######## design 1 ########
Figure 1. Met1 routing (design 1).
The bar under the picture is 100 um long.
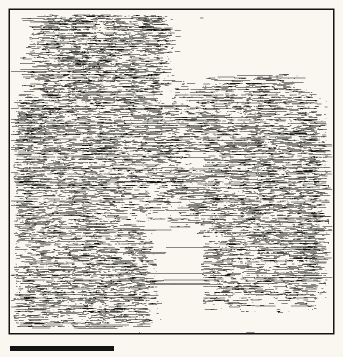

**src/rtl/icache_fetch_ctrl.sv**
```systemverilog
// ============================================================================
// Module   : icache_fetch_ctrl
// Brief    : Direct-mapped instruction cache controller, 4-word lines,
//            block refill from instruction memory.
// Option   : ICACHE_STATS_EN adds hit_count/miss_count outputs.
// Revision : 1.0 - initial release
// ============================================================================
`default_nettype none

module icache_fetch_ctrl #(
  parameter int NUM_LINES = 8,
  parameter int ADDR_W    = 32
) (
  input  logic              clk,
  input  logic              rst_n,
  input  logic [ADDR_W-1:0] pc,
  input  logic              pc_valid,
  input  logic              flush,
  output logic [31:0]       instr,
  output logic              instr_valid,
  output logic              stall,
  output logic              mem_req,
  output logic [ADDR_W-1:0] mem_addr,
  input  logic              mem_ready,
  input  logic [31:0]       mem_data_0,
  input  logic [31:0]       mem_data_1,
  input  logic [31:0]       mem_data_2,
  input  logic [31:0]       mem_data_3
`ifdef ICACHE_STATS_EN
  ,
  output logic [31:0]       hit_count,
  output logic [31:0]       miss_count
`endif
);

  localparam int IDX_W = $clog2(NUM_LINES);
  localparam int TAG_W = ADDR_W - 4 - IDX_W;

  typedef enum logic [1:0] {
    S_IDLE = 2'd0,
    S_MISS = 2'd1,
    S_FILL = 2'd2
  } state_t;

  state_t                 state_q, state_d;
  logic [NUM_LINES-1:0]   valid_q, valid_d;
  logic [ADDR_W-3:0]      pc_cap_q, pc_cap_d;
  logic                   flush_pend_q, flush_pend_d;
  logic [31:0]            instr_q, instr_d;
  logic                   instr_valid_q, instr_valid_d;
  logic                   stall_q, stall_d;
  logic                   mem_req_q, mem_req_d;
  logic [ADDR_W-1:0]      mem_addr_q, mem_addr_d;

  logic [TAG_W-1:0]       tag_q  [NUM_LINES];
  logic [31:0]            data_q [NUM_LINES][4];

  logic [1:0]             w_off, w_cap_off;
  logic [IDX_W-1:0]       w_idx, w_cap_idx;
  logic [TAG_W-1:0]       w_tag, w_cap_tag;
  logic                   w_hit, w_fill, w_hit_inc, w_miss_inc;
  logic [31:0]            w_hit_word, w_fill_word;
  logic                   w_unused_ok;

  assign w_off       = pc[3:2];
  assign w_idx       = pc[4+IDX_W-1:4];
  assign w_tag       = pc[ADDR_W-1:4+IDX_W];
  assign w_cap_off   = pc_cap_q[1:0];
  assign w_cap_idx   = pc_cap_q[IDX_W+1:2];
  assign w_cap_tag   = pc_cap_q[ADDR_W-3:IDX_W+2];
  assign w_unused_ok = &{1'b0, pc[1:0]};

  assign w_hit      = valid_q[w_idx] && (tag_q[w_idx] == w_tag);
  assign w_hit_word = data_q[w_idx][w_off];
  assign w_fill     = (state_q == S_MISS) && mem_ready;

  always_comb begin
    w_fill_word = mem_data_0;
    case (w_cap_off)
      2'd1:    w_fill_word = mem_data_1;
      2'd2:    w_fill_word = mem_data_2;
      2'd3:    w_fill_word = mem_data_3;
      default: w_fill_word = mem_data_0;
    endcase
  end

  always_comb begin
    state_d       = state_q;
    valid_d       = valid_q;
    pc_cap_d      = pc_cap_q;
    flush_pend_d  = flush_pend_q;
    instr_d       = instr_q;
    instr_valid_d = 1'b0;
    stall_d       = stall_q;
    mem_req_d     = mem_req_q;
    mem_addr_d    = mem_addr_q;
    w_hit_inc     = 1'b0;
    w_miss_inc    = 1'b0;
    case (state_q)
      S_IDLE: begin
        // A flush in the same cycle as a fetch forces that fetch to miss.
        if (pc_valid) begin
          if (w_hit && !flush) begin
            instr_d       = w_hit_word;
            instr_valid_d = 1'b1;
            w_hit_inc     = 1'b1;
          end else begin
            pc_cap_d   = pc[ADDR_W-1:2];
            mem_addr_d = {pc[ADDR_W-1:4], 4'b0000};
            mem_req_d  = 1'b1;
            stall_d    = 1'b1;
            state_d    = S_MISS;
            w_miss_inc = 1'b1;
          end
        end
        if (flush) valid_d = '0;
      end
      S_MISS: begin
        if (flush) flush_pend_d = 1'b1;
        if (mem_ready) begin
          valid_d[w_cap_idx] = 1'b1;
          instr_d            = w_fill_word;
          instr_valid_d      = 1'b1;
          stall_d            = 1'b0;
          mem_req_d          = 1'b0;
          state_d            = S_FILL;
        end
      end
      S_FILL: begin
        // Deferred flush takes effect on the way back to IDLE.
        if (flush_pend_q || flush) begin
          valid_d      = '0;
          flush_pend_d = 1'b0;
        end
        state_d = S_IDLE;
      end
      default: state_d = S_IDLE;
    endcase
  end

  always_ff @(posedge clk or negedge rst_n) begin
    if (!rst_n) begin
      state_q       <= S_IDLE;
      valid_q       <= '0;
      pc_cap_q      <= '0;
      flush_pend_q  <= 1'b0;
      instr_q       <= '0;
      instr_valid_q <= 1'b0;
      stall_q       <= 1'b0;
      mem_req_q     <= 1'b0;
      mem_addr_q    <= '0;
    end else begin
      state_q       <= state_d;
      valid_q       <= valid_d;
      pc_cap_q      <= pc_cap_d;
      flush_pend_q  <= flush_pend_d;
      instr_q       <= instr_d;
      instr_valid_q <= instr_valid_d;
      stall_q       <= stall_d;
      mem_req_q     <= mem_req_d;
      mem_addr_q    <= mem_addr_d;
    end
  end

  always_ff @(posedge clk) begin
    if (w_fill) begin
      tag_q[w_cap_idx]     <= w_cap_tag;
      data_q[w_cap_idx][0] <= mem_data_0;
      data_q[w_cap_idx][1] <= mem_data_1;
      data_q[w_cap_idx][2] <= mem_data_2;
      data_q[w_cap_idx][3] <= mem_data_3;
    end
  end

  assign instr       = instr_q;
  assign instr_valid = instr_valid_q;
  assign stall       = stall_q;
  assign mem_req     = mem_req_q;
  assign mem_addr    = mem_addr_q;

`ifdef ICACHE_STATS_EN
  logic [31:0] hit_count_q, hit_count_d;
  logic [31:0] miss_count_q, miss_count_d;

  always_comb begin
    hit_count_d  = hit_count_q + {31'd0, w_hit_inc};
    miss_count_d = miss_count_q + {31'd0, w_miss_inc};
  end

  always_ff @(posedge clk or negedge rst_n) begin
    if (!rst_n) begin
      hit_count_q  <= '0;
      miss_count_q <= '0;
    end else begin
      hit_count_q  <= hit_count_d;
      miss_count_q <= miss_count_d;
    end
  end

  assign hit_count  = hit_count_q;
  assign miss_count = miss_count_q;
`else
  logic w_unused_stats;
  assign w_unused_stats = &{1'b0, w_hit_inc, w_miss_inc};
`endif

endmodule

`default_nettype wire

```
**config.mk**
```make
export PLATFORM = sky130hd
export DESIGN_NAME = icache_fetch_ctrl
export DESIGN_NICKNAME = d
export VERILOG_FILES = /design/src/rtl/icache_fetch_ctrl.sv
export SDC_FILE = /design/constraint.sdc
export NUM_CORES = 1
export LEC_CHECK = 0
export CORE_MARGIN = 4
export CORE_UTILIZATION = 55
export CTS_CLUSTER_DIAMETER = 30
export DETAILED_ROUTE_END_ITERATION = 8
export PLACE_DENSITY = 0.84
export RECOVER_POWER = 50
export SYNTH_ARGS = -nofsm -noshare
export SYNTH_HDL_FRONTEND = slang
export SYNTH_SLANG_ARGS = --single-unit
export TNS_END_PERCENT = 5
```
**constraint.sdc**
```tcl
create_clock -name clk -period 38.3 [get_ports clk]
set_clock_uncertainty 0.15 [all_clocks]
set_input_delay 3.83 -clock clk [delete_from_list [all_inputs] [get_ports clk]]
set_output_delay 3.83 -clock clk [all_outputs]
set_load 0.01 [all_outputs]
```
######## design 2 ########
## config.mk

```make
export PLATFORM = sky130hd
export DESIGN_NAME = glitch_free_mux_n
export DESIGN_NICKNAME = d
export VERILOG_FILES = /design/src/rtl/glitch_free_mux_n_pkg.sv /design/src/rtl/glitch_free_mux_n_sel_debounce.sv /design/src/rtl/glitch_free_mux_n.sv
export SDC_FILE = /design/constraint.sdc
export NUM_CORES = 1
export LEC_CHECK = 0
export CAP_MARGIN = 15
export CORE_MARGIN = 2
export CORE_UTILIZATION = 37
export CTS_CLUSTER_SIZE = 28
export DETAILED_ROUTE_END_ITERATION = 8
export MAX_ROUTING_LAYER = met4
export PLACE_DENSITY = 0.75
export SYNTH_ARGS = -nofsm -noshare
export SYNTH_HDL_FRONTEND = slang
export SYNTH_SLANG_ARGS = --single-unit
```

## constraint.sdc

```tcl
create_clock -name clk -period 1.5 [get_ports clk]
set_input_delay 0.15 -clock clk [delete_from_list [all_inputs] [get_ports clk]]
set_output_delay 0.15 -clock clk [all_outputs]
set_load 0.05 [all_outputs]
```

## src/rtl/glitch_free_mux_n_pkg.sv

```systemverilog
// Shared definitions for the glitch-free N-channel mux: FSM states,
// blanking-mode codes and the counter-width helper.
package glitch_free_mux_n_pkg;

    typedef enum logic [1:0] {
        ST_IDLE   = 2'd0,
        ST_SETTLE = 2'd1,
        ST_BLANK  = 2'd2
    } gfm_state_e;

    localparam int unsigned BLANK_HOLD = 0;
    localparam int unsigned BLANK_ZERO = 1;

    function automatic int unsigned cnt_width(input int unsigned stable_cyc,
                                              input int unsigned blank_cyc);
        int unsigned m;
        m = (stable_cyc > blank_cyc) ? stable_cyc : blank_cyc;
        return $clog2(m + 1);
    endfunction

endpackage

```

## src/rtl/glitch_free_mux_n_sel_debounce.sv

```systemverilog
// Select debouncer: tracks the candidate channel and how long it has been
// stable, and flags start / abort / commit-request to the owning FSM.
module sel_debounce
    import glitch_free_mux_n_pkg::*;
#(
    parameter int unsigned N_CH       = 4,
    parameter int unsigned STABLE_CYC = 3,
    parameter int unsigned SEL_W      = 2,
    parameter int unsigned CNT_W      = 2
) (
    input  logic             clk,
    input  logic             reset,
    input  logic [SEL_W-1:0] sel,
    input  logic [SEL_W-1:0] cur_sel,
    input  logic             idle,
    input  logic             settle,
    output logic [SEL_W-1:0] cand,
    output logic             start,
    output logic             abort,
    output logic             commit_req
);

    localparam logic [CNT_W-1:0] STABLE_LAST = CNT_W'(STABLE_CYC - 1);

    logic [SEL_W-1:0] cand_q;
    logic [CNT_W-1:0] cnt;
    logic             sel_ok;
    logic             match;
    logic             restart;

    always_comb begin
        sel_ok  = {1'b0, sel} < (SEL_W + 1)'(N_CH);
        start   = idle && sel_ok && (sel != cur_sel);
        match   = settle && (sel == cand_q);
        restart = settle && sel_ok && (sel != cand_q) && (sel != cur_sel);
        abort   = settle && (!sel_ok || (sel == cur_sel));
        if (STABLE_CYC == 1)
            commit_req = start;
        else
            commit_req = match && (cnt == STABLE_LAST);
        // The candidate being loaded this edge must be visible for a same-edge commit.
        cand = start ? sel : cand_q;
    end

    always_ff @(posedge clk) begin
        if (reset) begin
            cand_q <= '0;
            cnt    <= '0;
        end else if (start) begin
            cand_q <= sel;
            cnt    <= (STABLE_CYC == 1) ? '0 : CNT_W'(1);
        end else if (commit_req) begin
            cnt <= '0;
        end else if (match) begin
            cnt <= (cnt == '1) ? cnt : cnt + 1'b1;
        end else if (restart) begin
            cand_q <= sel;
            cnt    <= CNT_W'(1);
        end else if (abort) begin
            cnt <= '0;
        end
    end

endmodule

```

## src/rtl/glitch_free_mux_n.sv

```systemverilog
// N-channel registered mux whose select commits only after it has been stable,
// followed by an optional break-before-make blanking interval.
module glitch_free_mux_n
    import glitch_free_mux_n_pkg::*;
#(
    parameter int unsigned WIDTH      = 8,
    parameter int unsigned N_CH       = 4,
    parameter int unsigned STABLE_CYC = 3,
    parameter int unsigned BLANK_CYC  = 2,
    parameter int unsigned BLANK_MODE = 0
) (
    input  logic                       clk,
    input  logic                       reset,
    input  logic [N_CH*WIDTH-1:0]      in_bus,
    input  logic [$clog2(N_CH)-1:0]    sel,
    output logic [WIDTH-1:0]           z,
    output logic [$clog2(N_CH)-1:0]    cur_sel,
    output logic                       busy,
    output logic                       switched,
    output logic                       sel_err
);

    localparam int unsigned SEL_W = $clog2(N_CH);
    localparam int unsigned CNT_W = cnt_width(STABLE_CYC, BLANK_CYC);
    localparam logic [CNT_W-1:0] BLANK_LAST = CNT_W'((BLANK_CYC > 0) ? BLANK_CYC - 1 : 0);

    gfm_state_e       state;
    logic [CNT_W-1:0] blank_cnt;
    logic [WIDTH-1:0] ch [N_CH];
    logic [SEL_W-1:0] cand;
    logic             start;
    logic             abort;
    logic             commit_req;

    always_comb begin
        for (int unsigned k = 0; k < N_CH; k++)
            ch[k] = in_bus[k*WIDTH +: WIDTH];
        sel_err = {1'b0, sel} >= (SEL_W + 1)'(N_CH);
    end

    sel_debounce #(
        .N_CH       (N_CH),
        .STABLE_CYC (STABLE_CYC),
        .SEL_W      (SEL_W),
        .CNT_W      (CNT_W)
    ) u_debounce (
        .clk        (clk),
        .reset      (reset),
        .sel        (sel),
        .cur_sel    (cur_sel),
        .idle       (state == ST_IDLE),
        .settle     (state == ST_SETTLE),
        .cand       (cand),
        .start      (start),
        .abort      (abort),
        .commit_req (commit_req)
    );

    always_ff @(posedge clk) begin
        if (reset) begin
            state     <= ST_IDLE;
            blank_cnt <= '0;
            z         <= '0;
            cur_sel   <= '0;
            busy      <= 1'b0;
            switched  <= 1'b0;
        end else begin
            switched <= 1'b0;
            unique case (state)
                ST_IDLE, ST_SETTLE: begin
                    z <= ch[cur_sel];
                    if (commit_req) begin
                        if (BLANK_CYC == 0) begin
                            cur_sel  <= cand;
                            switched <= 1'b1;
                            state    <= ST_IDLE;
                            busy     <= 1'b0;
                        end else begin
                            blank_cnt <= '0;
                            state     <= ST_BLANK;
                            busy      <= 1'b1;
                        end
                    end else if (start) begin
                        state <= ST_SETTLE;
                        busy  <= 1'b1;
                    end else if (abort) begin
                        state <= ST_IDLE;
                        busy  <= 1'b0;
                    end
                end
                ST_BLANK: begin
                    if (BLANK_MODE == BLANK_ZERO)
                        z <= '0;
                    if (blank_cnt == BLANK_LAST) begin
                        cur_sel  <= cand;
                        switched <= 1'b1;
                        state    <= ST_IDLE;
                        busy     <= 1'b0;
                    end else begin
                        blank_cnt <= (blank_cnt == '1) ? blank_cnt : blank_cnt + 1'b1;
                    end
                end
                default: begin
                    state <= ST_IDLE;
                    busy  <= 1'b0;
                end
            endcase
        end
    end

endmodule

```

######## design 3 ########
<file path="src/rtl/mult_seq_ctrl_if.sv">
// Control bundle between the multiplier handshake/datapath and the one-hot sequencer.
interface mult_seq_ctrl_if #(
   parameter int CW = 3
);
   logic          START;
   logic          ABORT;
   logic          LSB;
   logic          LOAD;
   logic          ADD;
   logic          SHIFT;
   logic          BUSY;
   logic          DONE;
   logic [CW-1:0] COUNT;

   modport master (
      output START, ABORT, LSB,
      input  LOAD, ADD, SHIFT, BUSY, DONE, COUNT
   );

   modport slave (
      input  START, ABORT, LSB,
      output LOAD, ADD, SHIFT, BUSY, DONE, COUNT
   );
endinterface

</file>
<file path="src/rtl/mult_seq_ctrl.sv">
// One-hot sequencer for a shift-and-add multiplier: LOAD, then per bit TEST/[ADD]/SHIFT, then DONE.
module mult_seq_ctrl #(
   parameter int WIDTH = 4,
   parameter int CW    = 3
) (
   input  logic            CLK,
   input  logic            RESET,
   mult_seq_ctrl_if.slave  bus
);

   typedef enum logic [5:0] {
      IDLE = 6'b000001,
      LD   = 6'b000010,
      TEST = 6'b000100,
      ADDS = 6'b001000,
      SHF  = 6'b010000,
      FIN  = 6'b100000
   } state_t;

   localparam logic [CW-1:0] LAST_ITER = CW'(WIDTH - 1);

   // Plain vector so a corrupted (non one-hot) value is representable and recoverable.
   logic [5:0]    state_reg;
   state_t        state_next;
   logic          busy_reg;
   logic [CW-1:0] count_reg;
   logic [CW-1:0] count_next;

   always_ff @(posedge CLK) begin
      if (RESET) begin
         state_reg <= IDLE;
         busy_reg  <= 1'b0;
         count_reg <= '0;
      end else begin
         state_reg <= state_next;
         busy_reg  <= (state_next != IDLE);
         count_reg <= count_next;
      end
   end

   always_comb begin
      state_next = IDLE;
      count_next = count_reg;
      case (state_reg)
         IDLE: state_next = bus.START ? LD : IDLE;
         LD: begin
            if (!bus.ABORT) begin
               count_next = '0;
               state_next = TEST;
            end
         end
         TEST: begin
            if (!bus.ABORT)
               state_next = bus.LSB ? ADDS : SHF;
         end
         ADDS: begin
            if (!bus.ABORT)
               state_next = SHF;
         end
         SHF: begin
            // The shift strobe has already been issued, so the iteration counts even if aborted.
            count_next = count_reg + CW'(1);
            if (!bus.ABORT)
               state_next = (count_reg == LAST_ITER) ? FIN : TEST;
         end
         FIN:     state_next = IDLE;
         default: state_next = IDLE;
      endcase
   end

   assign bus.LOAD  = state_reg[1];
   assign bus.ADD   = state_reg[3];
   assign bus.SHIFT = state_reg[4];
   assign bus.DONE  = state_reg[5];
   assign bus.BUSY  = busy_reg;
   assign bus.COUNT = count_reg;

endmodule

</file>
<file path="src/flat_wrapper.sv">
// flat-port wrapper written by rule: the top's interface ports become plain ports
module mult_seq_ctrl_flat 
#(
   parameter int WIDTH = 4,
   parameter int CW    = 3
)
  (CLK, RESET, bus_START, bus_ABORT, bus_LSB, bus_LOAD, bus_ADD, bus_SHIFT, bus_BUSY, bus_DONE, bus_COUNT);
  mult_seq_ctrl_if #(.CW(CW)) bus_i ();
  input  logic CLK;
  input  logic RESET;
  input wire logic [$bits(bus_i.START)-1:0] bus_START;
  input wire logic [$bits(bus_i.ABORT)-1:0] bus_ABORT;
  input wire logic [$bits(bus_i.LSB)-1:0] bus_LSB;
  output wire logic [$bits(bus_i.LOAD)-1:0] bus_LOAD;
  output wire logic [$bits(bus_i.ADD)-1:0] bus_ADD;
  output wire logic [$bits(bus_i.SHIFT)-1:0] bus_SHIFT;
  output wire logic [$bits(bus_i.BUSY)-1:0] bus_BUSY;
  output wire logic [$bits(bus_i.DONE)-1:0] bus_DONE;
  output wire logic [$bits(bus_i.COUNT)-1:0] bus_COUNT;
  assign bus_i.START = bus_START;
  assign bus_i.ABORT = bus_ABORT;
  assign bus_i.LSB = bus_LSB;
  assign bus_LOAD = bus_i.LOAD;
  assign bus_ADD = bus_i.ADD;
  assign bus_SHIFT = bus_i.SHIFT;
  assign bus_BUSY = bus_i.BUSY;
  assign bus_DONE = bus_i.DONE;
  assign bus_COUNT = bus_i.COUNT;
  mult_seq_ctrl #(.WIDTH(WIDTH), .CW(CW)) u_core (.CLK(CLK), .RESET(RESET), .bus(bus_i));
endmodule
</file>
<file path="config.mk">
export PLATFORM = sky130hd
export DESIGN_NAME = mult_seq_ctrl_flat
export DESIGN_NICKNAME = d
export VERILOG_FILES = /design/src/rtl/mult_seq_ctrl_if.sv /design/src/rtl/mult_seq_ctrl.sv /design/src/flat_wrapper.sv
export SDC_FILE = /design/constraint.sdc
export NUM_CORES = 1
export LEC_CHECK = 0
export ABC_AREA = 0
export CAP_MARGIN = 40
export CORE_AREA = 3 3 40 42
export DETAILED_ROUTE_END_ITERATION = 7
export DIE_AREA = 0 0 43 45
export PLACE_DENSITY = 0.77
export SYNTH_ARGS = -nofsm -noshare
export SYNTH_HDL_FRONTEND = slang
export SYNTH_SLANG_ARGS = --single-unit
</file>
<file path="constraint.sdc">
create_clock -name CLK -period 1.4 [get_ports CLK]
set_input_delay 0.28 -clock CLK [delete_from_list [all_inputs] [get_ports CLK]]
set_output_delay 0.28 -clock CLK [all_outputs]
set_load 0.03 [all_outputs]
</file>
######## design 4 ########
File: src/rtl/game_speed_scheduler.sv
// -----------------------------------------------------------------------------
// game_speed_scheduler
//
// Purpose:
//   Sequences the obstacle datapath. Turns the 60 Hz game tick into obstacle
//   move pulses whose cadence speeds up as the BCD score's hundreds digit
//   advances. Also paces spawn requests to the obstacle generator with a
//   randomized gap, counted in move pulses. Everything runs on the pixel clock.
//
// Ports:
//   clk              pixel clock
//   rst              synchronous reset, active-high
//   i_game_tick_60hz one-clk pulse per frame
//   i_game_start     one-clk pulse, game begins
//   i_game_over      one-clk pulse, crash detected
//   i_score[15:0]    4-digit BCD score, [11:8] = hundreds digit
//   i_rng[7:0]       free-running LFSR value
//   i_spawn_ack      obstacle generator accepted the spawn request
//   o_move_pulse     one-clk pulse: advance obstacles by o_step pixels
//   o_step[1:0]      pixels per move (1 below level 4, 2 from level 4)
//   o_level[2:0]     current speed level (saturates at MAX_LEVEL)
//   o_spawn_req      spawn request, held until acknowledged
//   o_running        high while in the RUN state
//   dbg_state[1:0]   current FSM state (0 IDLE, 1 RUN, 2 FROZEN)
//
// Handshake: o_spawn_req is a level that stays high from the clock after the
// gap expires until the first clock edge that samples i_spawn_ack=1; that edge
// completes the transfer and drops the request on the next clock. i_spawn_ack
// seen while o_spawn_req=0 carries no meaning and is ignored. A game over
// withdraws a pending request without waiting for an acknowledge.
// -----------------------------------------------------------------------------
module game_speed_scheduler #(
  parameter int BASE_PERIOD = 4,
  parameter int MAX_LEVEL   = 7,
  parameter int MIN_GAP     = 24,
  parameter int RNG_BITS    = 4
) (
  input  logic        clk,
  input  logic        rst,
  input  logic        i_game_tick_60hz,
  input  logic        i_game_start,
  input  logic        i_game_over,
  input  logic [15:0] i_score,
  input  logic [7:0]  i_rng,
  input  logic        i_spawn_ack,
  output logic        o_move_pulse,
  output logic [1:0]  o_step,
  output logic [2:0]  o_level,
  output logic        o_spawn_req,
  output logic        o_running,
  output logic [1:0]  dbg_state
);

  // Divider only ever counts up to period-1 <= BASE_PERIOD-1.
  localparam int DIV_W = (BASE_PERIOD > 1) ? $clog2(BASE_PERIOD) : 1;
  // Gap counter must hold MIN_GAP + (2**RNG_BITS - 1).
  localparam int GAP_W = $clog2(MIN_GAP + (1 << RNG_BITS));
  localparam logic [2:0] MAX_LVL  = 3'(MAX_LEVEL);
  localparam logic [2:0] FAST_LVL = 3'd4;

  typedef enum logic [1:0] {
    IDLE   = 2'd0,
    RUN    = 2'd1,
    FROZEN = 2'd2
  } state_t;

  state_t             state;
  state_t             state_next;
  logic [DIV_W-1:0]   divider;
  logic [DIV_W-1:0]   period_m1;
  logic [GAP_W-1:0]   gap;
  logic [GAP_W-1:0]   gap_reload;
  logic [3:0]         hundreds;
  logic [2:0]         level_inc;
  logic               start_run;
  logic               run_active;
  logic               hund_change;

  assign dbg_state = state;

  // ---------------------------------------------------------------------------
  // Next-state logic. Game over beats a simultaneous start; a start while
  // already running is ignored.
  // ---------------------------------------------------------------------------
  always_comb begin
    state_next = state;
    start_run  = 1'b0;
    run_active = 1'b0;
    case (state)
      IDLE, FROZEN: begin
        if (i_game_start && !i_game_over) begin
          state_next = RUN;
          start_run  = 1'b1;
        end
      end
      RUN: begin
        if (i_game_over) begin
          state_next = FROZEN;
        end else begin
          run_active = 1'b1;
        end
      end
      default: state_next = IDLE;
    endcase
  end

  // ---------------------------------------------------------------------------
  // Move period minus one: BASE_PERIOD - level, never below 1.
  // ---------------------------------------------------------------------------
  always_comb begin
    period_m1 = '0;
    if (int'(o_level) < BASE_PERIOD - 1) begin
      period_m1 = DIV_W'(BASE_PERIOD - 1 - int'(o_level));
    end
  end

  // ---------------------------------------------------------------------------
  // Level ramp helpers. Any change of the hundreds digit (including 9->0)
  // bumps the level once.
  // ---------------------------------------------------------------------------
  always_comb begin
    hund_change = run_active && (i_score[11:8] != hundreds);
    level_inc   = o_level;
    if (o_level < MAX_LVL) begin
      level_inc = o_level + 3'd1;
    end
  end

  assign gap_reload = GAP_W'(MIN_GAP) + GAP_W'(i_rng[RNG_BITS-1:0]);

  // ---------------------------------------------------------------------------
  // State register and datapath.
  // ---------------------------------------------------------------------------
  always_ff @(posedge clk) begin
    if (rst) begin
      state        <= IDLE;
      o_running    <= 1'b0;
      o_move_pulse <= 1'b0;
      o_step       <= 2'd1;
      o_level      <= 3'd0;
      o_spawn_req  <= 1'b0;
      divider      <= '0;
      gap          <= GAP_W'(MIN_GAP);
      hundreds     <= 4'd0;
    end else begin
      state        <= state_next;
      o_running    <= (state_next == RUN);
      o_move_pulse <= 1'b0;

      if (start_run) begin
        o_level     <= 3'd0;
        o_step      <= 2'd1;
        divider     <= '0;
        hundreds    <= 4'd0;
        gap         <= gap_reload;
        o_spawn_req <= 1'b0;
      end else if (run_active) begin
        // Tick divider. Using >= means a level increase that shrinks the
        // period below the current count fires on the next tick instead of
        // wrapping the counter.
        if (i_game_tick_60hz) begin
          if (divider >= period_m1) begin
            divider      <= '0;
            o_move_pulse <= 1'b1;
          end else begin
            divider <= divider + DIV_W'(1);
          end
        end

        if (hund_change) begin
          hundreds <= i_score[11:8];
          o_level  <= level_inc;
          o_step   <= (level_inc >= FAST_LVL) ? 2'd2 : 2'd1;
        end

        // Spawn gap. The counter is frozen while a request is pending. The
        // request is raised on the clock right after the move pulse that
        // consumes the last gap unit.
        if (o_spawn_req) begin
          if (i_spawn_ack) begin
            o_spawn_req <= 1'b0;
            gap         <= gap_reload;
          end
        end else if (o_move_pulse) begin
          if (gap <= GAP_W'(1)) begin
            gap         <= '0;
            o_spawn_req <= 1'b1;
          end else begin
            gap <= gap - GAP_W'(1);
          end
        end else if (gap == '0) begin
          o_spawn_req <= 1'b1;
        end
      end else begin
        // IDLE, FROZEN, or the game-over cycle: outputs hold, except that a
        // pending request is withdrawn.
        o_spawn_req <= 1'b0;
      end
    end
  end

endmodule

File: config.mk
export PLATFORM = sky130hd
export DESIGN_NAME = game_speed_scheduler
export DESIGN_NICKNAME = d
export VERILOG_FILES = /design/src/rtl/game_speed_scheduler.sv
export SDC_FILE = /design/constraint.sdc
export NUM_CORES = 1
export LEC_CHECK = 0
export CAP_MARGIN = 40
export CORE_ASPECT_RATIO = 0.7
export CORE_MARGIN = 2
export CORE_UTILIZATION = 41
export DETAILED_ROUTE_END_ITERATION = 8
export PLACE_DENSITY_LB_ADDON = 0.15
export SYNTH_ARGS = -nofsm -noshare
export SYNTH_HDL_FRONTEND = slang
export SYNTH_SLANG_ARGS = --single-unit
File: constraint.sdc
create_clock -name clk -period 1.9 [get_ports clk]
set_clock_uncertainty 0.15 [all_clocks]
set_input_delay 0.285 -clock clk [delete_from_list [all_inputs] [get_ports clk]]
set_output_delay 0.285 -clock clk [all_outputs]
set_load 0.03 [all_outputs]
######## design 5 ########
[config.mk]
export PLATFORM = sky130hd
export DESIGN_NAME = change_dispenser
export DESIGN_NICKNAME = d
export VERILOG_FILES = /design/src/rtl/change_dispenser.sv
export SDC_FILE = /design/constraint.sdc
export NUM_CORES = 1
export LEC_CHECK = 0
export CORE_MARGIN = 3
export CORE_UTILIZATION = 31
export CTS_CLUSTER_DIAMETER = 120
export DETAILED_ROUTE_END_ITERATION = 7
export MAX_ROUTING_LAYER = met4
export PLACE_DENSITY_LB_ADDON = 0.05
export SYNTH_ARGS = -nofsm -noshare
export SYNTH_HDL_FRONTEND = slang
export SYNTH_SLANG_ARGS = --single-unit
[constraint.sdc]
create_clock -name clk -period 2.2 [get_ports clk]
set_input_delay 0.33 -clock clk [delete_from_list [all_inputs] [get_ports clk]]
set_output_delay 0.33 -clock clk [all_outputs]
set_load 0.02 [all_outputs]
[src/rtl/change_dispenser.sv]
// Greedy coin payout engine: splits a change amount into BIG and 1-unit coins,
// issuing one eject request per coin over a 4-phase req/ack handshake with the hopper.
module change_dispenser #(
  parameter int AMT_W = 4,
  parameter int BIG   = 5
) (
  input  logic             clk,
  input  logic             rst_n,
  input  logic [AMT_W-1:0] amt,
  input  logic             load,
  input  logic             ack,
  output logic             eject_big,
  output logic             eject_small,
  output logic             busy,
  output logic             done,
  output logic [AMT_W-1:0] remaining
);

  localparam logic [AMT_W-1:0] BIG_V = AMT_W'(BIG);
  localparam logic [AMT_W-1:0] ONE_V = AMT_W'(1);

  typedef enum logic [2:0] {
    ST_IDLE,
    ST_SELECT,
    ST_REQ,
    ST_RELEASE,
    ST_DONE
  } state_t;

  state_t           state_q, state_d;
  logic [AMT_W-1:0] rem_q, rem_d;
  logic             big_q, big_d;
  logic             small_q, small_d;

  // Handshake: an eject line (request) rises in SELECT->REQ and stays high until
  // ack is sampled high; the next request waits until ack has been seen low again.
  always_ff @(posedge clk or negedge rst_n) begin
    if (!rst_n) begin
      state_q <= ST_IDLE;
      rem_q   <= '0;
      big_q   <= 1'b0;
      small_q <= 1'b0;
    end else begin
      state_q <= state_d;
      rem_q   <= rem_d;
      big_q   <= big_d;
      small_q <= small_d;
    end
  end

  always_comb begin
    state_d = state_q;
    rem_d   = rem_q;
    big_d   = big_q;
    small_d = small_q;
    case (state_q)
      ST_IDLE: begin
        if (load) begin
          rem_d   = amt;
          state_d = ST_SELECT;
        end
      end
      ST_SELECT: begin
        if (rem_q == '0) begin
          state_d = ST_DONE;
        end else if (rem_q >= BIG_V) begin
          big_d   = 1'b1;
          state_d = ST_REQ;
        end else begin
          small_d = 1'b1;
          state_d = ST_REQ;
        end
      end
      ST_REQ: begin
        // Selection guaranteed rem_q >= coin value, so no underflow here.
        if (ack) begin
          big_d   = 1'b0;
          small_d = 1'b0;
          rem_d   = big_q ? (rem_q - BIG_V) : (rem_q - ONE_V);
          state_d = ST_RELEASE;
        end
      end
      ST_RELEASE: begin
        if (!ack) begin
          state_d = ST_SELECT;
        end
      end
      ST_DONE: begin
        state_d = ST_IDLE;
      end
      default: begin
        big_d   = 1'b0;
        small_d = 1'b0;
        state_d = ST_IDLE;
      end
    endcase
  end

  assign eject_big   = big_q;
  assign eject_small = small_q;
  assign remaining   = rem_q;
  assign busy        = (state_q != ST_IDLE);
  assign done        = (state_q == ST_DONE);

endmodule

Figure 2. Met3 routing (design 4).
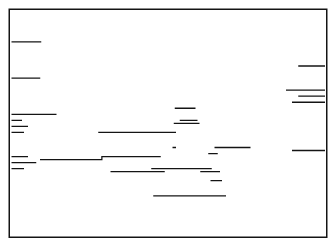
The layer holds 5.9% of the routed length. The layer carries 192 um of wire. The wires run mostly horizontal.

==> impl_metrics.csv, design 4 <==
group,metric,value,unit
status,status,"completed",
min_path,hold_end,"o_running$_SDFF_PP0_",
setup_path,cp-startpoint,"dbg_state[1]$_SDFF_PP0_",
setup_path,r2r_start,"dbg_state[0]$_SDFF_PP0_",
layout,regMostFlops,"gap",
logic_synthesis,ff_type,"dfxtp_1",
layout,final_area,1870,um2
clock_tree,clk_latency,0.26,ns
run,max_cap_violations,0,
floorplanning,fp_util,42.0,%
logic_synthesis,ys_cells,142,
pwr,pwr-share-clk,37.8,%
layout,reg_top3,"gap (6), hundreds (4)",
layout,antenna_cells,0,
route,wl_per_cell,14.1,um
clock_tree,cts_buffer_depth,2,
layout,mostFrequentLayoutCell,"buf_4",
clock_tree,clk_pin_slew_worst_paths,0.08,ns
pwr,power_leader,"registers",
timing,finalCritPeriodShare,95.8,%
setup_path,path_buffers,1,
setup_path,crit_path_cell_trace,"clkdlybuf4s50_1",
setup_path,r2r_setup_slack,0.09,ns
clock_tree,post_cts_resized,4,
[design 4: final cells by class]
class                      instances  area, um2  share of cell area, %
timing repair buffer              50        438                   23.4
multi-input combinational        108        840                   44.9
clock buffer                       3       41.3                   2.21
tap                               38       47.5                   2.55
clock inverter                     1       30.0                   1.61
sequential                        22        442                   23.6
inverter                           8       30.0                   1.61
[design 4: per-layer routing]
metal / share of wire [%] / GRT usage, %
met1: 51 / 26.7
met2: 42 / 28.4
met3: 5.9 / 5.33
met4: 1.1 / 6.29
met5: 0 / 0
Figure 3. Met3 routing (design 3).
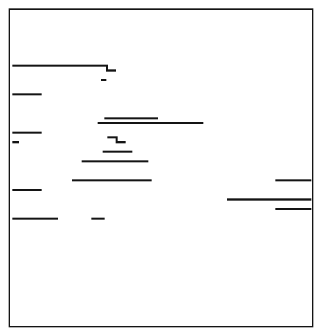
The longest straight run is 14.7 um. The layer holds 9.6% of the routed length. The wires run mostly horizontal. The layer carries 106 um of wire.

Figure 4. Port wiring (design 3).
The bar under the picture is 10 um long.
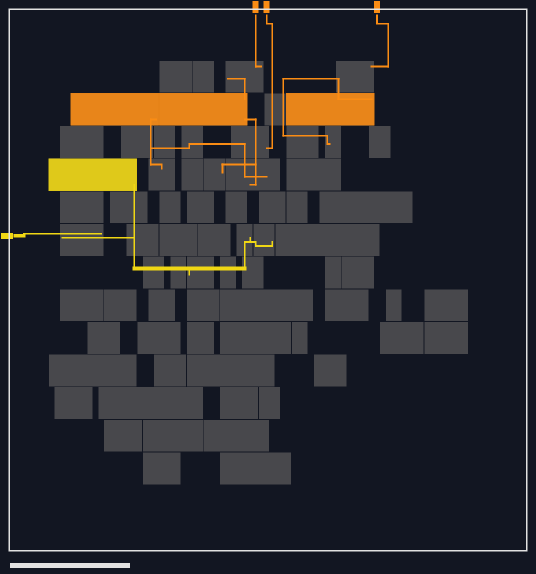
Yellow marks bus_DONE, bits 1, direction output, end cells 1, wire 35.5 um. Orange marks bus_COUNT, bits 3, direction output, end cells 3, wire 73.1 um.

==> impl_metrics.csv, design 3 <==
group,metric,value,unit
floorplanning,core_area,1280,um2
timing,finalSetupTns,0,ns
logic_synthesis,ys_types,28,
route,vias,492,
route,drc,0,
layout,largest_cell_class,"multi-input combinational cells",
logic_synthesis,largest_area_cell,"dfxtp_1",
clock_tree,cts_buffer_depth,2,
route,drt-met1-wl,477,um
setup_path,r2r_setup_slack,0.03,ns
status,status,"completed",
logic_synthesis,syn_area,513,um2
pwr,p_int,0.490,mW
setup_path,slowest_stage,"dfxtp_4",
pwr,power_frac_comb,13.0,%
timing,slew_headroom,75.8,%
==> design 3: layout by cell type, fill, tap and decap left out, types with 2 or more instances in the layout <==
cell and count:
nand3_1 6, dfxtp_1 6, nor2_1 5, dlygate4sd2_1 5, clkdlybuf4s50_1 4, nor3_1 3, a21oi_1 3, clkbuf_4 3
clkdlybuf4s15_1 3, buf_4 3, or2_2 2, nor3b_1 2, nor4b_1 2, ha_1 2, dfxtp_4 2, dfxtp_2 2
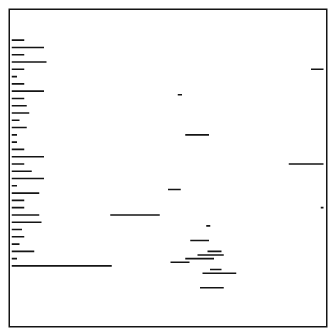
Figure 5: design 2, met3 routing.
The layer holds 6.2% of the routed length. The wires run mostly horizontal.

Figure 6. Routing congestion map (design 2).
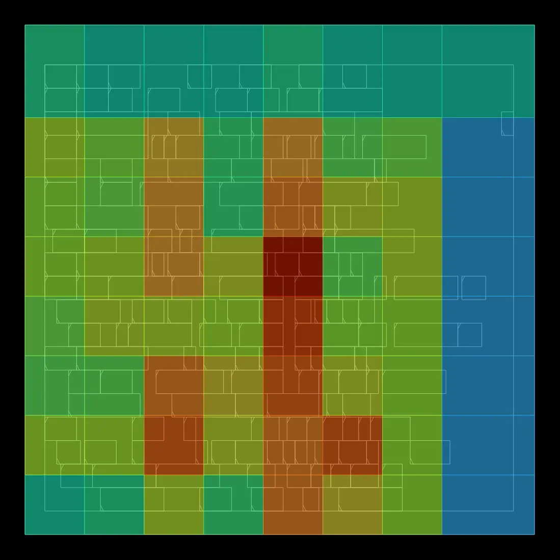
Final Util: 61.5%
met1 Use GR: 19.6%
average wire per standard cell: 13.5 um
met3 usage: 3.49%
met2 Usage GRT: 29.8%

==> impl_metrics.csv, design 2 <==
group,metric,value,unit
setup_path,critPathTopFamily,"simple AND/OR/NAND/NOR gates",
setup_path,path_buffers,1,
timing,clock_skew,0.00111,ns
logic_synthesis,synthXorXnorAreaFrac,3.13,%
status,status,"completed",
route,top_layer_used,"met4",
setup_path,critPathMaxStageDelay,0.52,ns
timing,whs,0.514,ns
route,drt-total-wl,2600,um
grt,overflow,0,
pwr,power_leakage,0.683,nW
logic_synthesis,edf_count,0,
clock_tree,cts_tree,"yes",
logic_synthesis,yosys_warnings,0,
layout,clock_buffers,4,
setup_path,start_kind,"flip-flop",
route,drt-met1-wl,1050,um
timing,period_minus_slack,1.49,ns
logic_synthesis,top_area_share,35.8,%
logic_synthesis,top_cells_by_area,"dfxtp_1 (36%), mux4_2 (16%), mux2i_1 (11%), nor2_1 (5.7%), ha_1 (4.5%)",
-- design 2: per-stage QoR --
stage / utilization [%] / std cells
after floorplan: - / 110
after global placement: 59.1 / 189
after detailed placement: 59.1 / 189
after CTS: 60.9 / 193
after global routing: 61.5 / 193
final: 61.5 / 193
-- design 2: where the power goes --
part           internal, mW  switching [mW]  total, mW  leakage [nW]
Sequential            0.556          0.0223      0.578         0.167
Clock                 0.148           0.174      0.323        0.0210
Combinational         0.152           0.130      0.282         0.495
Total                 0.856           0.327       1.18         0.683
Figure 7. Met3 routing (design 1).
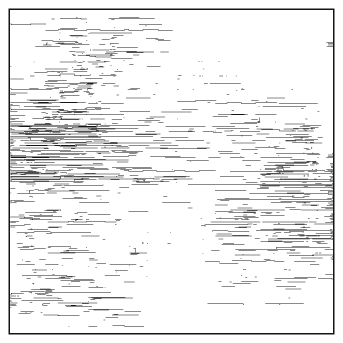
448 nets have wire on it. The layer carries 13500 um of wire. The wires run mostly horizontal. The layer holds 11% of the routed length. The longest straight run is 142 um.

About Figure 1:
The layer holds 35% of the routed length. The longest straight run is 71.8 um. 2555 nets have wire on it. The wires run mostly horizontal. The layer carries 44.4 mm of wire.

==> impl_metrics.csv, design 1 <==
group,metric,value,unit
route,drt-total-wl,126000,um
run,max_cap_violations,4,
logic_synthesis,synth_flops,1299,
route,ant_nets,0,
logic_synthesis,ys_types,38,
pwr,peakVddDrop,0.0000537,V
timing,slew_viol_final,173,
logic_synthesis,top_cells_by_count,"edfxtp_1 (1224), mux4_2 (386), mux2i_1 (83), dfrtp_1 (75), mux2_2 (56)",
grt,grt_usage,26.3,%
status,violations,"max-capacitance violations, max-slew violations",
status,status,"complete, but fails checks",
layout,nonClkBufAreaFrac,4.15,%
logic_synthesis,mux_share,20.2,%
layout,final_area,61500,um2
layout,fillCellCount,5226,
setup_path,endpoint,"data_q[1][124]$_DFFE_PP_",
[design 1: where the power goes]
| part | total [mW] | leakage, nW | switching [mW] | internal, mW |
|---|---|---|---|---|
| sequential | 1.77 | 11.9 | 0.0708 | 1.69 |
| clock | 1.93 | 3.55 | 0.708 | 1.23 |
| combinational | 0.431 | 4.69 | 0.236 | 0.195 |
[design 1: routing by layer]
metal  up-vias  GRT usage (%)
li1       9953              -
met1     13300           34.3
met2      1677           43.7
met3       321           7.24
met4        16           8.58
met5         -              0
[design 1: critical path, delay by kind of cell]
family | cells | cell delay [ns]
buffers and inverters | 4 | 5.28
AND/OR/NAND/NOR | 2 | 0.45
Figure 8. Signal wires on met2 (design 5).
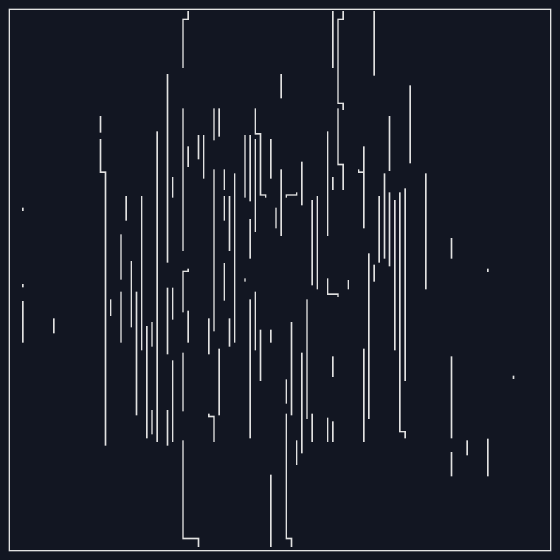
The wires run mostly vertical. 69 nets have wire on it. The longest straight run is 27.5 um. The layer holds 45% of the routed length.

==> impl_metrics.csv, design 5 <==
group,metric,value,unit
clock_tree,post_cts_resized,0,
grt,overflow,0,
placed_design,portBuffers,15,
setup_path,r2r_start,"remaining[0]$_DFFE_PN0P_",
grt,antenna_found_initial,0,
run,tool_warnings,27,
logic_synthesis,yosysMostFrequentCell,"dfrtp_1",
placed_design,pre_cts_ws,0.401,ns
setup_path,path_max_fanout,10,
route,vias,487,
route,dr.first_iter.drc_count,0,
setup_path,reg2reg_to,"eject_big$_DFFE_PN0P_",
clock_tree,cts-root-buf,"clkbuf_4",
grt,grt_pass1_wl,2100,um
status,status,"completed",
timing,finalCritPeriodShare,94.6,%
setup_path,critPathTopFamily,"buffers and inverters",
clock_tree,clk_latency,0.26,ns
setup_path,endpoint,"done",
placed_design,place_area,732,um2
min_path,hp-class,"primary input to async pin",
setup_path,crit_path_cell_trace,"nor2_1, and2_1, clkdlybuf4s50_1",
clock_tree,clk_pin_slew_worst_paths,0.07,ns
==> design 5: power by group <==
| part | switching, mW | internal (mW) |
|---|---|---|
| logic | 0.321 | 0.303 |
| registers | 0.0853 | 0.236 |
| clock network | 0.0594 | 0.0699 |
| total | 0.466 | 0.609 |
==> design 5: layer usage <==
metal	vias to the layer above	global-route usage, %
li1	253	-
met1	220	18.3
met2	12	19.3
met3	2	5.54
met4	0	4.84
met5	-	-
==> design 5: cell type report <==
cell class	instances	area, um2
sequential	9	225
timing repair buffer	18	173
inverter	5	18.8
fill	160	836
multi-input combinational	44	285
tap	24	30.0
clock buffer	4	26.3

==> notes/layouts.md <==
Pictures saved along the way, in no particular order.

Met1 routing.
(a)
The bar under the picture is 10 um long.
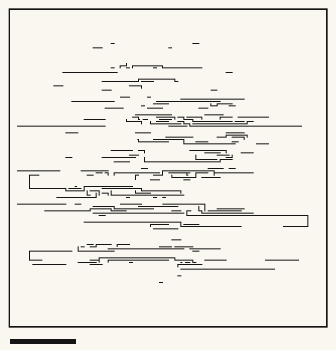
(b)
The bar under the picture is 20 um long.
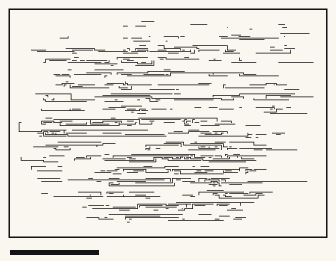
(c)
The bar under the picture is 10 um long.
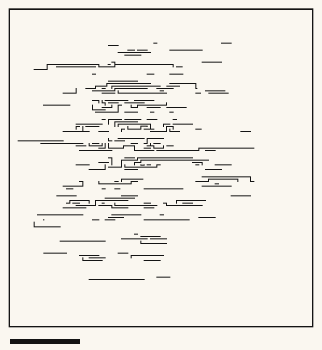
(d)
The bar under the picture is 20 um long.
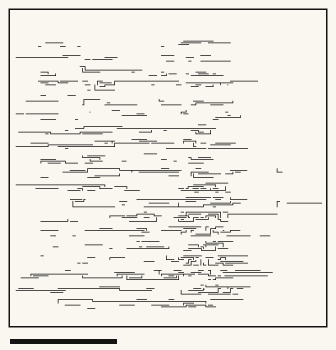
| from | picture |
|---|---|
| design 3 | (c) |
| design 4 | (b) |
| design 2 | (d) |
| design 5 | (a) |


######## design 6 ########
### config.mk
export PLATFORM = sky130hd
export DESIGN_NAME = tile_serializer_flat
export DESIGN_NICKNAME = d
export VERILOG_FILES = /design/src/rtl/tile_serializer_pkg.sv /design/src/rtl/tile_serializer_if.sv /design/src/rtl/tile_lane_pick.sv /design/src/rtl/tile_serializer.sv /design/src/flat_wrapper.sv
export SDC_FILE = /design/constraint.sdc
export NUM_CORES = 1
export LEC_CHECK = 0
export CAP_MARGIN = 20
export CORE_MARGIN = 3
export CORE_UTILIZATION = 45
export CTS_BUF_LIST = sky130_fd_sc_hd__clkbuf_8
export DETAILED_ROUTE_END_ITERATION = 10
export GPL_ROUTABILITY_DRIVEN = 0
export PLACE_DENSITY = 0.74
export SYNTH_ARGS = -nofsm -noshare
export SYNTH_HDL_FRONTEND = slang
export SYNTH_SLANG_ARGS = --single-unit
### constraint.sdc
create_clock -name clk -period 3.9 [get_ports clk]
set_input_delay 0.78 -clock clk [delete_from_list [all_inputs] [get_ports clk]]
set_output_delay 0.78 -clock clk [all_outputs]
set_load 0.01 [all_outputs]
### src/rtl/tile_serializer_pkg.sv
// tile_pkg: shared constants, types and helpers for the tile serializer.
// Used by tile_serializer, tile_serializer_if and tile_lane_pick.
// The optional zero-skip feature is enabled by TILE_SERIALIZER_SKIP_ZERO_EN.
package tile_pkg;

    localparam int ELEM_W   = 8;
    localparam int NUM_ELEM = 16;
    localparam int IDX_W    = 4;
    localparam int TILE_W   = ELEM_W * NUM_ELEM;

    typedef logic [TILE_W-1:0]   tile_t;
    typedef logic [ELEM_W-1:0]   elem_t;
    typedef logic [IDX_W-1:0]    idx_t;
    typedef logic [NUM_ELEM-1:0] mask_t;

    typedef enum logic {
        IDLE = 1'b0,
        SEND = 1'b1
    } state_t;

    localparam idx_t LAST_IDX = idx_t'(NUM_ELEM - 1);

    // Extract lane idx from a packed tile (lane i lives at bits [i*ELEM_W +: ELEM_W]).
    function automatic elem_t lane_slice(input tile_t tile, input idx_t idx);
        return tile[int'(idx)*ELEM_W +: ELEM_W];
    endfunction

    // One bit per lane, set when that lane holds a nonzero element.
    function automatic mask_t nonzero_mask(input tile_t tile);
        mask_t m;
        m = '0;
        for (int i = 0; i < NUM_ELEM; i++) begin
            m[i] = |tile[i*ELEM_W +: ELEM_W];
        end
        return m;
    endfunction

endpackage

### src/rtl/tile_serializer_if.sv
// tile_serializer_if: tile-in / beat-out handshake bundle.
// slave = the serializer's view, master = the producer/consumer environment.
// Feature macro relevant to users of this bus: TILE_SERIALIZER_SKIP_ZERO_EN.
interface tile_serializer_if;
    import tile_pkg::*;

    tile_t s_tile;
    logic  s_valid;
    logic  s_ready;
    elem_t m_data;
    idx_t  m_idx;
    logic  m_last;
    logic  m_valid;
    logic  m_ready;

    modport master (
        output s_tile, s_valid, m_ready,
        input  s_ready, m_data, m_idx, m_last, m_valid
    );

    modport slave (
        input  s_tile, s_valid, m_ready,
        output s_ready, m_data, m_idx, m_last, m_valid
    );

endinterface

### src/rtl/tile_lane_pick.sv
// tile_lane_pick: priority encoder over a pending-lane mask.
// Returns the lowest pending lane, whether any lane is pending, whether that
// lane is the only one left, and the mask with that lane removed.
// Instantiated only when TILE_SERIALIZER_SKIP_ZERO_EN is defined.
module tile_lane_pick
    import tile_pkg::*;
(
    input  mask_t i_mask,
    output idx_t  o_idx,
    output logic  o_any,
    output logic  o_last,
    output mask_t o_rest
);

    // Lowest set bit wins; scanning downward lets the last hit be the lowest.
    always_comb begin
        o_idx = '0;
        o_any = 1'b0;
        for (int i = NUM_ELEM - 1; i >= 0; i--) begin
            if (i_mask[i]) begin
                o_idx = idx_t'(i);
                o_any = 1'b1;
            end
        end
    end

    // Remove the chosen lane; it is the last one when nothing remains.
    always_comb begin
        o_rest = '0;
        o_last = 1'b0;
        if (o_any) begin
            o_rest = i_mask & ~(mask_t'(1) << o_idx);
            o_last = (o_rest == '0);
        end
    end

endmodule

### src/rtl/tile_serializer.sv
// tile_serializer: captures one packed 4x4 tile and streams it out one element
// per beat with its lane index, with back-pressure and back-to-back tiles.
// Optional macro TILE_SERIALIZER_SKIP_ZERO_EN: emit only nonzero lanes (an
// all-zero tile emits a single zero beat on the highest lane index).
//
// state | meaning
// IDLE  | no tile held, s_ready=1, m_valid=0
// SEND  | tile held, m_valid=1, current lane on m_data/m_idx
module tile_serializer
    import tile_pkg::*;
(
    input  logic            clk,
    input  logic            rst,
    tile_serializer_if.slave bus
);

    state_t r_state;
    tile_t  r_tile;
    elem_t  r_data;
    idx_t   r_idx;
    logic   r_last;
    logic   r_valid;

    logic   w_beat_acc;
    logic   w_s_ready;
    logic   w_capture;

    elem_t  w_first_data;
    idx_t   w_first_idx;
    logic   w_first_last;
    idx_t   w_next_idx;
    logic   w_next_last;
    elem_t  w_next_data;

    assign w_beat_acc = r_valid && bus.m_ready;
    // A new tile is taken when idle, or exactly as the final beat leaves.
    assign w_s_ready  = !rst && ((r_state == IDLE) ||
                                 ((r_state == SEND) && w_beat_acc && r_last));
    assign w_capture  = bus.s_valid && w_s_ready;

`ifdef TILE_SERIALIZER_SKIP_ZERO_EN
    mask_t r_mask;
    mask_t w_cap_mask;
    idx_t  w_cap_idx;
    logic  w_cap_any;
    logic  w_cap_last;
    mask_t w_cap_rest;
    idx_t  w_nxt_idx;
    logic  w_nxt_any;
    logic  w_nxt_last;
    mask_t w_nxt_rest;

    assign w_cap_mask = nonzero_mask(bus.s_tile);

    tile_lane_pick u_pick_cap (
        .i_mask (w_cap_mask),
        .o_idx  (w_cap_idx),
        .o_any  (w_cap_any),
        .o_last (w_cap_last),
        .o_rest (w_cap_rest)
    );

    tile_lane_pick u_pick_nxt (
        .i_mask (r_mask),
        .o_idx  (w_nxt_idx),
        .o_any  (w_nxt_any),
        .o_last (w_nxt_last),
        .o_rest (w_nxt_rest)
    );

    // All-zero tile still produces one closing beat so the consumer sees m_last.
    always_comb begin
        w_first_idx  = LAST_IDX;
        w_first_data = '0;
        w_first_last = 1'b1;
        if (w_cap_any) begin
            w_first_idx  = w_cap_idx;
            w_first_data = lane_slice(bus.s_tile, w_cap_idx);
            w_first_last = w_cap_last;
        end
    end

    // r_mask is never empty while a non-last beat is showing, so w_nxt_any is implied.
    always_comb begin
        w_next_idx  = w_nxt_idx;
        w_next_last = w_nxt_last && w_nxt_any;
    end
`else
    // Plain sequential walk over every lane.
    always_comb begin
        w_first_idx  = '0;
        w_first_data = lane_slice(bus.s_tile, '0);
        w_first_last = (LAST_IDX == '0);
        w_next_idx   = r_idx + idx_t'(1);
        w_next_last  = (w_next_idx == LAST_IDX);
    end
`endif

    assign w_next_data = lane_slice(r_tile, w_next_idx);

    // FSM, tile register and output registers.
    always_ff @(posedge clk) begin
        if (rst) begin
            r_state <= IDLE;
            r_tile  <= '0;
            r_data  <= '0;
            r_idx   <= '0;
            r_last  <= 1'b0;
            r_valid <= 1'b0;
`ifdef TILE_SERIALIZER_SKIP_ZERO_EN
            r_mask  <= '0;
`endif
        end else begin
            case (r_state)
                IDLE: begin
                    if (w_capture) begin
                        r_tile  <= bus.s_tile;
                        r_data  <= w_first_data;
                        r_idx   <= w_first_idx;
                        r_last  <= w_first_last;
                        r_valid <= 1'b1;
                        r_state <= SEND;
`ifdef TILE_SERIALIZER_SKIP_ZERO_EN
                        r_mask  <= w_cap_rest;
`endif
                    end
                end
                SEND: begin
                    if (w_beat_acc) begin
                        if (r_last) begin
                            if (w_capture) begin
                                r_tile  <= bus.s_tile;
                                r_data  <= w_first_data;
                                r_idx   <= w_first_idx;
                                r_last  <= w_first_last;
`ifdef TILE_SERIALIZER_SKIP_ZERO_EN
                                r_mask  <= w_cap_rest;
`endif
                            end else begin
                                r_valid <= 1'b0;
                                r_last  <= 1'b0;
                                r_state <= IDLE;
                            end
                        end else begin
                            r_data <= w_next_data;
                            r_idx  <= w_next_idx;
                            r_last <= w_next_last;
`ifdef TILE_SERIALIZER_SKIP_ZERO_EN
                            r_mask <= w_nxt_rest;
`endif
                        end
                    end
                end
                default: r_state <= IDLE;
            endcase
        end
    end

    assign bus.s_ready = w_s_ready;
    assign bus.m_data  = r_data;
    assign bus.m_idx   = r_idx;
    assign bus.m_last  = r_last;
    assign bus.m_valid = r_valid;

endmodule

### src/flat_wrapper.sv
// flat-port wrapper written by rule: the top's interface ports become plain ports
module tile_serializer_flat import tile_pkg::*;
  (clk, rst, bus_s_tile, bus_s_valid, bus_m_ready, bus_s_ready, bus_m_data, bus_m_idx, bus_m_last, bus_m_valid);
  tile_serializer_if bus_i ();
  input  logic clk;
  input  logic rst;
  input wire logic [$bits(bus_i.s_tile)-1:0] bus_s_tile;
  input wire logic [$bits(bus_i.s_valid)-1:0] bus_s_valid;
  input wire logic [$bits(bus_i.m_ready)-1:0] bus_m_ready;
  output wire logic [$bits(bus_i.s_ready)-1:0] bus_s_ready;
  output wire logic [$bits(bus_i.m_data)-1:0] bus_m_data;
  output wire logic [$bits(bus_i.m_idx)-1:0] bus_m_idx;
  output wire logic [$bits(bus_i.m_last)-1:0] bus_m_last;
  output wire logic [$bits(bus_i.m_valid)-1:0] bus_m_valid;
  assign bus_i.s_tile = bus_s_tile;
  assign bus_i.s_valid = bus_s_valid;
  assign bus_i.m_ready = bus_m_ready;
  assign bus_s_ready = bus_i.s_ready;
  assign bus_m_data = bus_i.m_data;
  assign bus_m_idx = bus_i.m_idx;
  assign bus_m_last = bus_i.m_last;
  assign bus_m_valid = bus_i.m_valid;
  tile_serializer u_core (.clk(clk), .rst(rst), .bus(bus_i));
endmodule
==> impl_metrics.csv <==
group,metric,value,unit
floorplanning,die_area,14900,um2
logic_synthesis,mux_share,15.6,%
timing,period_minus_slack,3.00,ns
route,drt-total-wl,16700,um
layout,final_core_util,61.9,%
status,status,"completed",
layout,fillCellCount,1119,
floorplanning,die_h,122,um
logic_synthesis,top_cells_by_area,"dfxtp_1 (47%), nand2_1 (16%), mux4_2 (12%), a21oi_1 (11%), mux4_1 (3.0%)",
timing,slew_headroom,35.3,%
layout,layout_top_cells,"nand2_1 (259), clkdlybuf4s50_1 (145), dfxtp_1 (142), a21oi_1 (134), mux4_2 (33)",
clock_tree,post_cts_resized,0,
pwr,power_leakage,2.93,nW
setup_path,path_class,"primary input to output pin",
timing,whs,0.455,ns
timing,fmax,334,MHz
route,routed_via_density,5.39,
timing,layout_setup_ws,0.904,ns
==> per-layer routing <==
metal,share of wire [%],vias up
met4,1.0,0
met2,47,215
met1,44,2552
met5,0,-
met3,7.3,16
li1,-,2598
==> state kept, by name (all words and copies together), names as in the netlist <==
name and count:
u_core.bus.m_idx 4, u_core.bus.m_valid 1, u_core.r_tile 128, u_core.bus.m_last 1
u_core.r_state 1, u_core.bus.m_data 8
==> worst max-delay path: cells and delay by family <==
| family | cells | cell delay [ns] |
|---|---|---|
| AND-OR/OR-AND | 1 | 0.19 |
| buffers and inverters | 2 | 1.07 |
| AND/OR/NAND/NOR | 1 | 0.17 |
Figure 9. Met1 routing (design 6).
The bar under the picture is 20 um long.
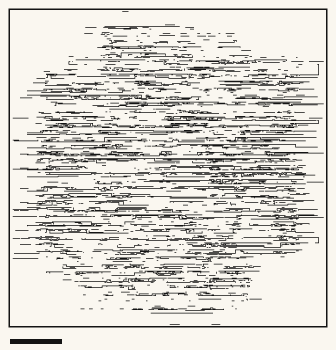
The longest straight run is 51.5 um. The layer holds 44% of the routed length. The wires run mostly horizontal.

Figure 10. Signal wires on met2 (design 6).
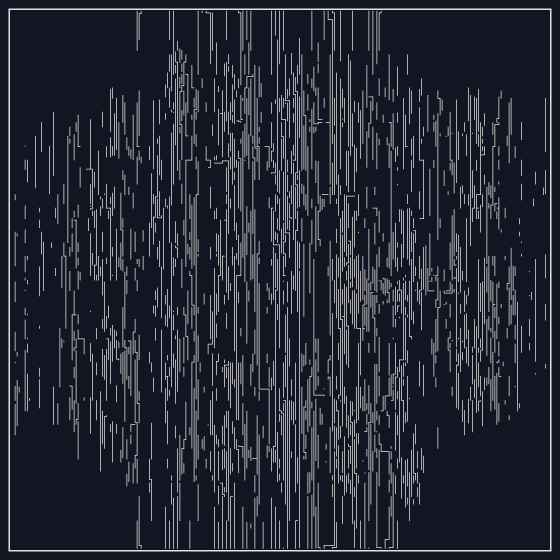
The layer carries 7910 um of wire. The layer holds 47% of the routed length. 773 nets have wire on it.

Figure 11. Met3 routing (design 6).
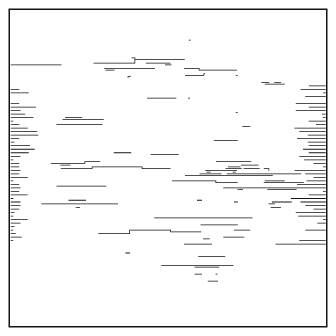
129 nets have wire on it. The layer carries 1220 um of wire.



==> gallery <==
Routing congestion map.
image #1
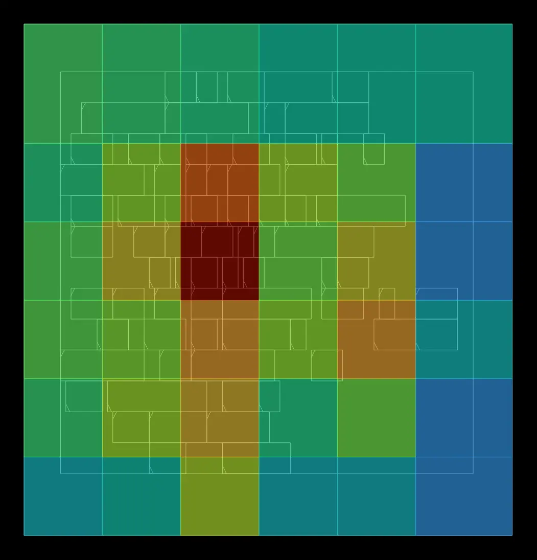
image #2
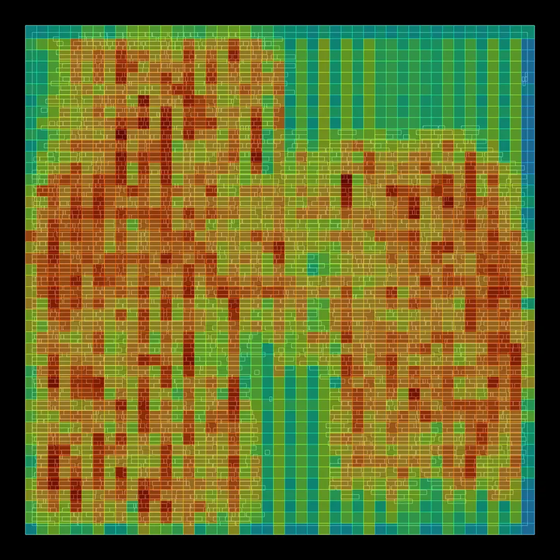
image #3
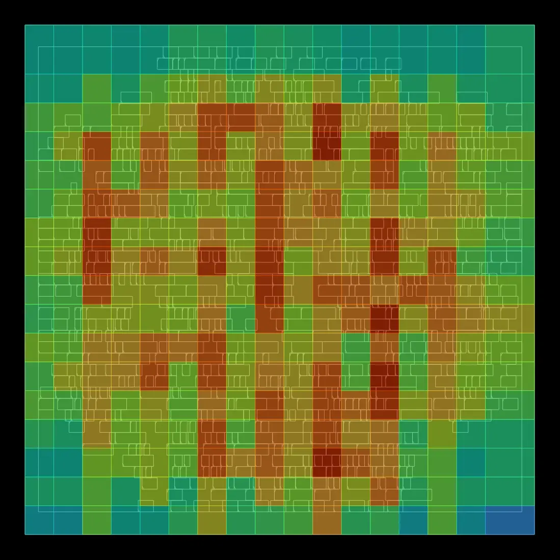
image #4
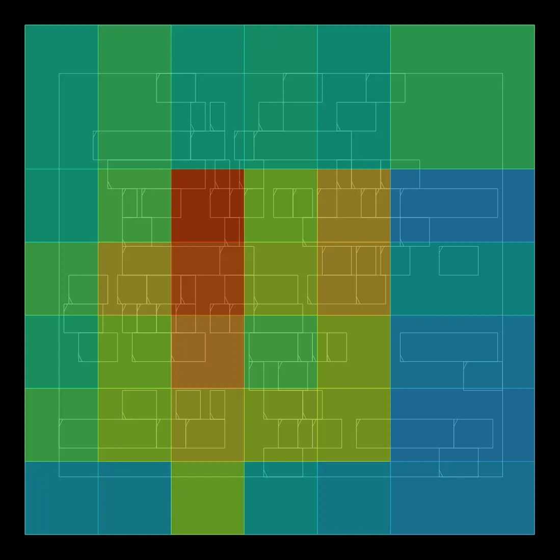
image #5
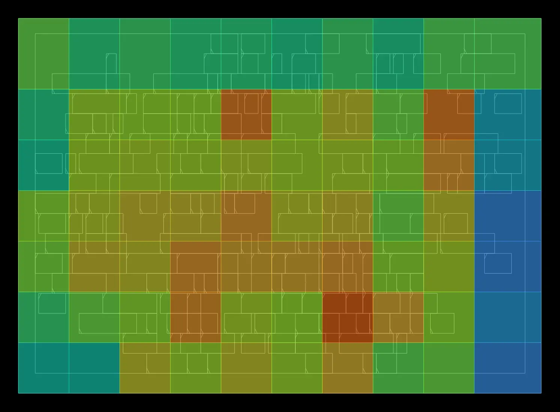
image #2: design 1
image #4: design 5
image #3: design 6
image #5: design 4
image #1: design 3
Of these, highest track usage: image #2

Power is estimated from default activity; no workload was simulated.
